==================== boot_loader_flat
===== config.mk =====
export PLATFORM = sky130hd
export DESIGN_NAME = boot_loader_flat
export DESIGN_NICKNAME = d
export VERILOG_FILES = /design/src/rtl/boot_loader_if.sv /design/src/rtl/boot_loader.sv /design/src/flat_wrapper.sv
export SDC_FILE = /design/constraint.sdc
export NUM_CORES = 1
export LEC_CHECK = 0
export CORE_UTILIZATION = 53
export DETAILED_ROUTE_END_ITERATION = 10
export PLACE_DENSITY_LB_ADDON = 0.3
export SLEW_MARGIN = 20
export SYNTH_ARGS = -nofsm -noshare
export SYNTH_HDL_FRONTEND = slang
export SYNTH_SLANG_ARGS = --single-unit

===== constraint.sdc =====
create_clock -name clk -period 2.75 [get_ports clk]
set_input_delay 0.6875 -clock clk [delete_from_list [all_inputs] [get_ports clk]]
set_output_delay 0.6875 -clock clk [all_outputs]
set_load 0.05 [all_outputs]

===== src/rtl/boot_loader_if.sv =====
// ---------------------------------------------------------------------------
// boot_loader_if
// Groups the byte-stream handshake, the data_mem write port and the loader
// control/status lines between boot_loader and its environment.
//   master : boot_loader side (accepts stream bytes, drives memory port/status)
//   slave  : environment side (byte source, load request, memory/CPU sink)
// Signals:
//   load_req       start-load pulse            (env -> loader)
//   rx_valid/data  stream byte offer           (env -> loader)
//   rx_ready       loader accepts byte         (loader -> env)
//   Ext_MemWrite   1-cycle word write strobe   (loader -> data_mem)
//   Ext_WriteData  word to write               (loader -> data_mem)
//   Ext_DataAdr    byte address of word        (loader -> data_mem)
//   cpu_reset      active-high CPU reset       (loader -> pl_riscv_cpu)
//   load_busy/done/err, word_cnt  status       (loader -> env)
// ---------------------------------------------------------------------------
interface boot_loader_if;
  logic        load_req;
  logic        rx_valid;
  logic [7:0]  rx_data;
  logic        rx_ready;
  logic        Ext_MemWrite;
  logic [31:0] Ext_WriteData;
  logic [31:0] Ext_DataAdr;
  logic        cpu_reset;
  logic        load_busy;
  logic        load_done;
  logic        load_err;
  logic [15:0] word_cnt;

  modport master (
    input  load_req, rx_valid, rx_data,
    output rx_ready, Ext_MemWrite, Ext_WriteData, Ext_DataAdr,
           cpu_reset, load_busy, load_done, load_err, word_cnt
  );

  modport slave (
    output load_req, rx_valid, rx_data,
    input  rx_ready, Ext_MemWrite, Ext_WriteData, Ext_DataAdr,
           cpu_reset, load_busy, load_done, load_err, word_cnt
  );
endinterface


===== src/rtl/boot_loader.sv =====
// ---------------------------------------------------------------------------
// boot_loader
// Byte-stream program loader in front of pl_riscv_cpu. Receives a
// little-endian stream (len_lo, len_hi, then 4*N data bytes), packs the bytes
// into 32-bit words, writes them to data_mem through the Ext_* port and holds
// the CPU in reset until the image is complete.
// Ports:
//   clk    system clock
//   reset  asynchronous, active-low reset
//   bus    boot_loader_if.master (stream handshake, memory port, status)
// Parameters:
//   BASE_ADDR    byte address of the first written word
//   MAX_WORDS    largest accepted image length in words (<= 65535)
//   RELEASE_CYC  cycles cpu_reset is held after the image is complete (>= 1)
// Build option:
//   BOOT_LOADER_CHECKSUM_EN  adds a trailing checksum byte; the 8-bit sum of
//                            all stream bytes including it must be 8'h00.
// ---------------------------------------------------------------------------
module boot_loader #(
  parameter logic [31:0] BASE_ADDR   = 32'h0000_0000,
  parameter int unsigned MAX_WORDS   = 1024,
  parameter int unsigned RELEASE_CYC = 4
) (
  input  logic          clk,
  input  logic          reset,
  boot_loader_if.master bus
);

  // state   | meaning
  // IDLE    | after reset, waiting for load_req
  // LEN0    | waiting for length low byte
  // LEN1    | waiting for length high byte, range check
  // DATA    | collecting the 4 bytes of a word
  // WRITE   | one-cycle write strobe of the assembled word
  // CSUM    | waiting for checksum byte (checksum build only)
  // RELEASE | image complete, CPU still held in reset
  // RUN     | CPU released
  // ERR     | bad length or checksum, CPU held in reset
  typedef enum logic [3:0] {
    IDLE, LEN0, LEN1, DATA, WRITE, RELEASE, RUN, ERR
`ifdef BOOT_LOADER_CHECKSUM_EN
    , CSUM
`endif
  } stateT;

  localparam logic [15:0]      MAX_LEN  = 16'(MAX_WORDS);
  localparam int               RC_W     = (RELEASE_CYC > 1) ? $clog2(RELEASE_CYC) : 1;
  localparam logic [RC_W-1:0]  REL_LOAD = RC_W'(RELEASE_CYC - 1);

`ifdef BOOT_LOADER_CHECKSUM_EN
  localparam stateT TAIL = CSUM;
`else
  localparam stateT TAIL = RELEASE;
`endif

  stateT           state, nextState;
  logic [15:0]     lenReg;
  logic [15:0]     wordCnt;
  logic [1:0]      byteIdx;
  logic [23:0]     wordBuf;
  logic [31:0]     wrData;
  logic [31:0]     wrAdr;
  logic [RC_W-1:0] relCnt;
  logic            loadDone;
  logic            rxReady;
  logic            take;
  logic            startLoad;
  logic [15:0]     lenFull;

  assign take      = bus.rx_valid & rxReady;
  assign lenFull   = {bus.rx_data, lenReg[7:0]};
  assign startLoad = bus.load_req & ((state == IDLE) | (state == RUN) | (state == ERR));

`ifdef BOOT_LOADER_CHECKSUM_EN
  logic [7:0] csumAcc;
  logic [7:0] csumNext;
  assign csumNext = csumAcc + bus.rx_data;
`endif

  always_ff @(posedge clk or negedge reset) begin
    if (!reset) begin
      state    <= IDLE;
      lenReg   <= '0;
      wordCnt  <= '0;
      byteIdx  <= '0;
      wordBuf  <= '0;
      wrData   <= '0;
      wrAdr    <= '0;
      relCnt   <= '0;
      loadDone <= 1'b0;
    end else begin
      state <= nextState;

      if (startLoad) begin
        wordCnt <= '0;
        byteIdx <= '0;
      end

      if (take && (state == LEN0)) lenReg[7:0]  <= bus.rx_data;
      if (take && (state == LEN1)) lenReg[15:8] <= bus.rx_data;

      // Bytes shift in from the top so that after three of them wordBuf
      // holds {b2, b1, b0} and the fourth completes the word directly.
      if (take && (state == DATA)) begin
        byteIdx <= byteIdx + 2'd1;
        wordBuf <= {bus.rx_data, wordBuf[23:8]};
        if (byteIdx == 2'd3) begin
          wrData <= {bus.rx_data, wordBuf};
          wrAdr  <= BASE_ADDR + {14'd0, wordCnt, 2'b00};
        end
      end

      if (state == WRITE) wordCnt <= wordCnt + 16'd1;

      // Release timer: loaded on entry, terminal count at zero.
      if ((nextState == RELEASE) && (state != RELEASE)) begin
        relCnt <= REL_LOAD;
      end else if ((state == RELEASE) && (relCnt != '0)) begin
        relCnt <= relCnt - RC_W'(1);
      end

      loadDone <= (state == RELEASE) && (relCnt == '0);
    end
  end

`ifdef BOOT_LOADER_CHECKSUM_EN
  always_ff @(posedge clk or negedge reset) begin
    if (!reset) begin
      csumAcc <= '0;
    end else if (startLoad) begin
      csumAcc <= '0;
    end else if (take) begin
      csumAcc <= csumNext;
    end
  end
`endif

  always_comb begin
    nextState = state;
    rxReady   = 1'b0;
    case (state)
      IDLE: begin
        if (bus.load_req) nextState = LEN0;
      end
      LEN0: begin
        rxReady = 1'b1;
        if (bus.rx_valid) nextState = LEN1;
      end
      LEN1: begin
        rxReady = 1'b1;
        if (bus.rx_valid) begin
          if (lenFull == 16'd0)        nextState = TAIL;
          else if (lenFull > MAX_LEN)  nextState = ERR;
          else                         nextState = DATA;
        end
      end
      DATA: begin
        rxReady = 1'b1;
        if (bus.rx_valid && (byteIdx == 2'd3)) nextState = WRITE;
      end
      WRITE: begin
        nextState = ((wordCnt + 16'd1) == lenReg) ? TAIL : DATA;
      end
`ifdef BOOT_LOADER_CHECKSUM_EN
      CSUM: begin
        rxReady = 1'b1;
        if (bus.rx_valid) nextState = (csumNext == 8'h00) ? RELEASE : ERR;
      end
`endif
      RELEASE: begin
        if (relCnt == '0) nextState = RUN;
      end
      RUN: begin
        if (bus.load_req) nextState = LEN0;
      end
      ERR: begin
        if (bus.load_req) nextState = LEN0;
      end
      default: nextState = IDLE;
    endcase
  end

  assign bus.rx_ready      = rxReady;
  assign bus.Ext_MemWrite  = (state == WRITE);
  assign bus.Ext_WriteData = wrData;
  assign bus.Ext_DataAdr   = wrAdr;
  // A reload request from RUN puts the CPU back into reset in the same cycle
  // rather than one cycle later when LEN0 is reached.
  assign bus.cpu_reset     = (state != RUN) | bus.load_req;
  assign bus.load_busy     = !((state == IDLE) || (state == RUN) || (state == ERR));
  assign bus.load_done     = loadDone;
  assign bus.load_err      = (state == ERR);
  assign bus.word_cnt      = wordCnt;

endmodule

===== src/flat_wrapper.sv =====
// flat-port wrapper written by rule: the top's interface ports become plain ports
module boot_loader_flat 
#(
  parameter logic [31:0] BASE_ADDR   = 32'h0000_0000,
  parameter int unsigned MAX_WORDS   = 1024,
  parameter int unsigned RELEASE_CYC = 4
)
  (clk, reset, bus_load_req, bus_rx_valid, bus_rx_data, bus_rx_ready, bus_Ext_MemWrite, bus_Ext_WriteData, bus_Ext_DataAdr, bus_cpu_reset, bus_load_busy, bus_load_done, bus_load_err, bus_word_cnt);
  boot_loader_if bus_i ();
  input  logic clk;
  input  logic reset;
  input wire logic [$bits(bus_i.load_req)-1:0] bus_load_req;
  input wire logic [$bits(bus_i.rx_valid)-1:0] bus_rx_valid;
  input wire logic [$bits(bus_i.rx_data)-1:0] bus_rx_data;
  output wire logic [$bits(bus_i.rx_ready)-1:0] bus_rx_ready;
  output wire logic [$bits(bus_i.Ext_MemWrite)-1:0] bus_Ext_MemWrite;
  output wire logic [$bits(bus_i.Ext_WriteData)-1:0] bus_Ext_WriteData;
  output wire logic [$bits(bus_i.Ext_DataAdr)-1:0] bus_Ext_DataAdr;
  output wire logic [$bits(bus_i.cpu_reset)-1:0] bus_cpu_reset;
  output wire logic [$bits(bus_i.load_busy)-1:0] bus_load_busy;
  output wire logic [$bits(bus_i.load_done)-1:0] bus_load_done;
  output wire logic [$bits(bus_i.load_err)-1:0] bus_load_err;
  output wire logic [$bits(bus_i.word_cnt)-1:0] bus_word_cnt;
  assign bus_i.load_req = bus_load_req;
  assign bus_i.rx_valid = bus_rx_valid;
  assign bus_i.rx_data = bus_rx_data;
  assign bus_rx_ready = bus_i.rx_ready;
  assign bus_Ext_MemWrite = bus_i.Ext_MemWrite;
  assign bus_Ext_WriteData = bus_i.Ext_WriteData;
  assign bus_Ext_DataAdr = bus_i.Ext_DataAdr;
  assign bus_cpu_reset = bus_i.cpu_reset;
  assign bus_load_busy = bus_i.load_busy;
  assign bus_load_done = bus_i.load_done;
  assign bus_load_err = bus_i.load_err;
  assign bus_word_cnt = bus_i.word_cnt;
  boot_loader #(.BASE_ADDR(BASE_ADDR), .MAX_WORDS(MAX_WORDS), .RELEASE_CYC(RELEASE_CYC)) u_core (.clk(clk), .reset(reset), .bus(bus_i));
endmodule

==================== ps2_rx
### src/rtl/ps2_pkg.sv
// Shared definitions for the PS/2 keyboard receive path and its scan-code decoder.
package ps2_pkg;

  // Receiver frame-tracking states
  typedef enum logic [1:0] {
    IDLE   = 2'd0,
    DATA   = 2'd1,
    PARITY = 2'd2,
    STOP   = 2'd3
  } state_t;

  // Payload bits carried by one PS/2 frame
  localparam int FRAME_DATA_BITS = 8;

  // Scan-code prefixes interpreted by the downstream decoder
  localparam logic [7:0] SC_BREAK    = 8'hF0;
  localparam logic [7:0] SC_EXTENDED = 8'hE0;

endpackage

### src/rtl/ps2_line_filter.sv
// Synchronises one asynchronous PS/2 line and removes short glitches.
// The fall output is a single-cycle strobe on each filtered 1->0 transition.
module ps2_line_filter #(
  parameter int FILTER_LEN = 4
) (
  input  logic clk,
  input  logic reset,
  input  logic line,
  output logic fall
);

  localparam int CNT_W = $clog2(FILTER_LEN + 1);

  logic             sync_p0;
  logic             sync_p1;
  logic             filtered;
  logic [CNT_W-1:0] run_cnt;

  // Two-stage synchroniser, then flip the filtered level only after
  // FILTER_LEN consecutive samples disagree with it.
  always_ff @(posedge clk) begin
    if (reset) begin
      sync_p0  <= 1'b1;
      sync_p1  <= 1'b1;
      filtered <= 1'b1;
      run_cnt  <= '0;
      fall     <= 1'b0;
    end else begin
      sync_p0 <= line;
      sync_p1 <= sync_p0;
      fall    <= 1'b0;
      if (sync_p1 != filtered) begin
        if (run_cnt == CNT_W'(FILTER_LEN - 1)) begin
          filtered <= sync_p1;
          run_cnt  <= '0;
          fall     <= ~sync_p1;
        end else begin
          run_cnt <= run_cnt + 1'b1;
        end
      end else begin
        run_cnt <= '0;
      end
    end
  end

endmodule

### src/rtl/ps2_rx.sv
// PS/2 keyboard receiver: deserialises 11-bit device frames into scan codes.
// A valid byte updates scan_code and, one cycle later, pulses scan_ready;
// parity, stop or timeout failures pulse frame_error instead.
module ps2_rx
  import ps2_pkg::*;
#(
  parameter int FILTER_LEN     = 4,
  parameter int TIMEOUT_CYCLES = 50000
) (
  input  logic       clk,
  input  logic       reset,
  input  logic       ps2_clk,
  input  logic       ps2_data,
  output logic [7:0] scan_code,
  output logic       scan_ready,
  output logic       frame_error
);

  localparam int TO_W  = $clog2(TIMEOUT_CYCLES);
  localparam int BIT_W = $clog2(FRAME_DATA_BITS);

  logic                       clk_fall;
  logic                       data_p0;
  logic                       data_p1;
  state_t                     state;
  logic [FRAME_DATA_BITS-1:0] shreg;
  logic                       parity_bit;
  logic [BIT_W-1:0]           bit_cnt;
  logic [TO_W-1:0]            to_cnt;
  logic                       timeout;
  logic                       ok_p0;
  logic                       err_p0;

  // Odd parity over data+parity and a high stop bit make a good frame
  function automatic logic frame_valid(input logic [FRAME_DATA_BITS-1:0] d,
                                       input logic p, input logic stop_bit);
    return stop_bit & (^{d, p});
  endfunction

  ps2_line_filter #(
    .FILTER_LEN(FILTER_LEN)
  ) u_clk_filter (
    .clk  (clk),
    .reset(reset),
    .line (ps2_clk),
    .fall (clk_fall)
  );

  // Plain two-stage synchroniser for the data pin; its delay matches the
  // clock synchroniser and the data is stable long before each fall strobe.
  always_ff @(posedge clk) begin
    if (reset) begin
      data_p0 <= 1'b1;
      data_p1 <= 1'b1;
    end else begin
      data_p0 <= ps2_data;
      data_p1 <= data_p0;
    end
  end

  // A fall strobe always wins over an expiring timeout in the same cycle
  assign timeout = (to_cnt == TO_W'(TIMEOUT_CYCLES - 1)) && !clk_fall;

  // Capture payload and parity bits; datapath only, qualified by the FSM
  always_ff @(posedge clk) begin
    if (clk_fall && state == DATA) begin
      shreg <= {data_p1, shreg[FRAME_DATA_BITS-1:1]};
    end
    if (clk_fall && state == PARITY) begin
      parity_bit <= data_p1;
    end
  end

  // Frame FSM, timeout counter and registered result pulses
  always_ff @(posedge clk) begin
    if (reset) begin
      state       <= IDLE;
      bit_cnt     <= '0;
      to_cnt      <= '0;
      scan_code   <= 8'h00;
      ok_p0       <= 1'b0;
      err_p0      <= 1'b0;
      scan_ready  <= 1'b0;
      frame_error <= 1'b0;
    end else begin
      // result stage: scan_code settles one cycle before scan_ready rises
      scan_ready  <= ok_p0;
      frame_error <= err_p0;
      ok_p0       <= 1'b0;
      err_p0      <= 1'b0;

      if (clk_fall || state == IDLE) begin
        to_cnt <= '0;
      end else begin
        to_cnt <= to_cnt + 1'b1;
      end

      unique case (state)
        IDLE: begin
          if (clk_fall && !data_p1) begin
            state   <= DATA;
            bit_cnt <= '0;
          end
        end
        DATA: begin
          if (clk_fall) begin
            bit_cnt <= bit_cnt + 1'b1;
            if (bit_cnt == BIT_W'(FRAME_DATA_BITS - 1)) begin
              state <= PARITY;
            end
          end else if (timeout) begin
            state  <= IDLE;
            err_p0 <= 1'b1;
          end
        end
        PARITY: begin
          if (clk_fall) begin
            state <= STOP;
          end else if (timeout) begin
            state  <= IDLE;
            err_p0 <= 1'b1;
          end
        end
        STOP: begin
          if (clk_fall) begin
            state <= IDLE;
            if (frame_valid(shreg, parity_bit, data_p1)) begin
              scan_code <= shreg;
              ok_p0     <= 1'b1;
            end else begin
              err_p0 <= 1'b1;
            end
          end else if (timeout) begin
            state  <= IDLE;
            err_p0 <= 1'b1;
          end
        end
        default: state <= IDLE;
      endcase
    end
  end

endmodule

### config.mk
export PLATFORM = sky130hd
export DESIGN_NAME = ps2_rx
export DESIGN_NICKNAME = d
export VERILOG_FILES = /design/src/rtl/ps2_pkg.sv /design/src/rtl/ps2_line_filter.sv /design/src/rtl/ps2_rx.sv
export SDC_FILE = /design/constraint.sdc
export NUM_CORES = 1
export LEC_CHECK = 0
export ABC_CLOCK_PERIOD_IN_PS = 4410
export CORE_MARGIN = 2
export CORE_UTILIZATION = 35
export DETAILED_ROUTE_END_ITERATION = 16
export PLACE_DENSITY = 0.63
export SLEW_MARGIN = 5
export SYNTH_ARGS = -nofsm -noshare
export SYNTH_HDL_FRONTEND = slang
export SYNTH_SLANG_ARGS = --single-unit
### constraint.sdc
create_clock -name clk -period 4.41 [get_ports clk]
set_input_delay 1.1025 -clock clk [delete_from_list [all_inputs] [get_ports clk]]
set_output_delay 1.1025 -clock clk [all_outputs]
set_load 0.005 [all_outputs]
ps2_rx, a small window of the routed layout:
Region (46, 5) to (76, 35) um. Cells in grey, sequential cells in the stronger grey; small squares are vias.
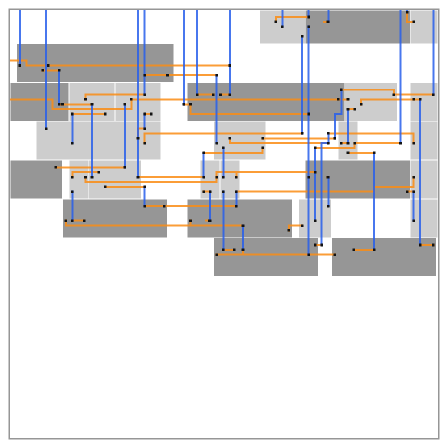
colour	layer
orange	met1
blue	met2
cells with their middle in the window	25
sequential cells in the window	8
most frequent	dfxtp_1 (6), clkdlybuf4s50_1 (5), nor2_1 (4)
netlist names of flops here include	scan_code (4), shreg (2)

==> out/metrics.yaml, ps2_rx <==
outcome: "complete, no violations"
combPwrFrac_pct: 1.2
place_ws_ns: 1.817
p_sw_uw: 166.0
top_area_share_pct: 39.62
synthTopLogicFamily: "simple AND/OR/NAND/NOR gates"
comb_area_um2: 954.7
ant_nets: 0
syn-instance-count: 206
reg_top3: "to_cnt: 16 flops, scan_code: 8 flops, shreg: 8 flops"
grt_max_degree: 26
vdd_drop_max_v: 0.0001586
utilization_pct: 41.75
holdPathEnd: "data_p1"
grt_pass1_vias: 1374
aoi_share_pct: 5.189
fin_total_pwr_uw: 829.2
boot_loader_flat, clock wires, drivers and flops:
Bar = 20 um.
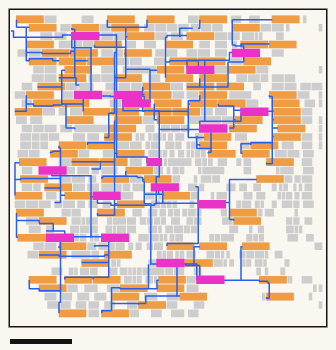
[blue] clock wires | length: 1410 um
[orange] flip-flops | count: 113
[magenta] cells driving clock nets | count: 17
flops lie	all over the die
routed clock nets	18

==> out/metrics.yaml, boot_loader_flat <==
outcome: "complete, no violations"
drv_cap: 0
cts_tree: "done"
ys_area_mm2: 0.005333
finalCritPeriodShare_pct: 97.13
cpPeakStageDelay_ns: 0.88
pg_seq_mw: 2.08
p_leak_nw: 3.187
vias_per_cell: 5.743
syn_avg_cell_area_um2: 12.12
ff_type: "dfrtp_1"
inverters: 8
yosys-mux-area-fraction_pct: 18.77
comb_area_mm2: 0.002316
drt-met1-wl_mm: 5.415
crit_end: "bus_word_cnt[4]"
ys_async_sr_fraction_pct: 100.0
tool_warnings: 26
worstHoldPathType: "input pin to asynchronous set/reset pin"
port_buffers: 81
cts_setup_buffers: 0
cp-start-kind: "flop"
grt_overflow: 0
ys_types: 55
cts-resized-gates: 1
met1_usage_pct: 34.99


==> layout pictures side by side <==
Drive-strength map.
Bar = 20 um.
(a)
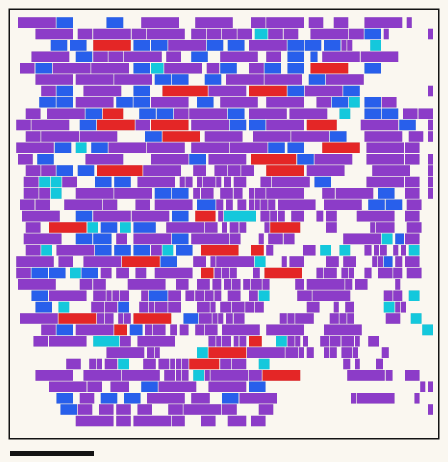
(b)
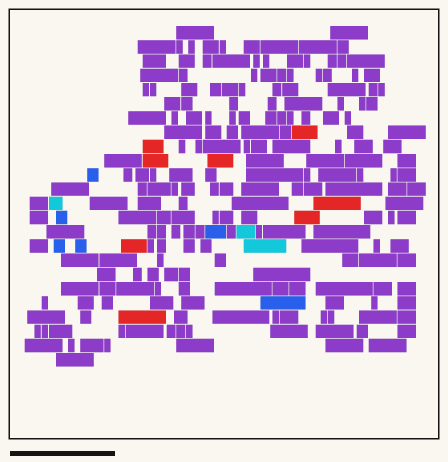
boot_loader_flat: (a)
ps2_rx: (b)
Of these, most cells: (a)
Of these, largest die: (a)

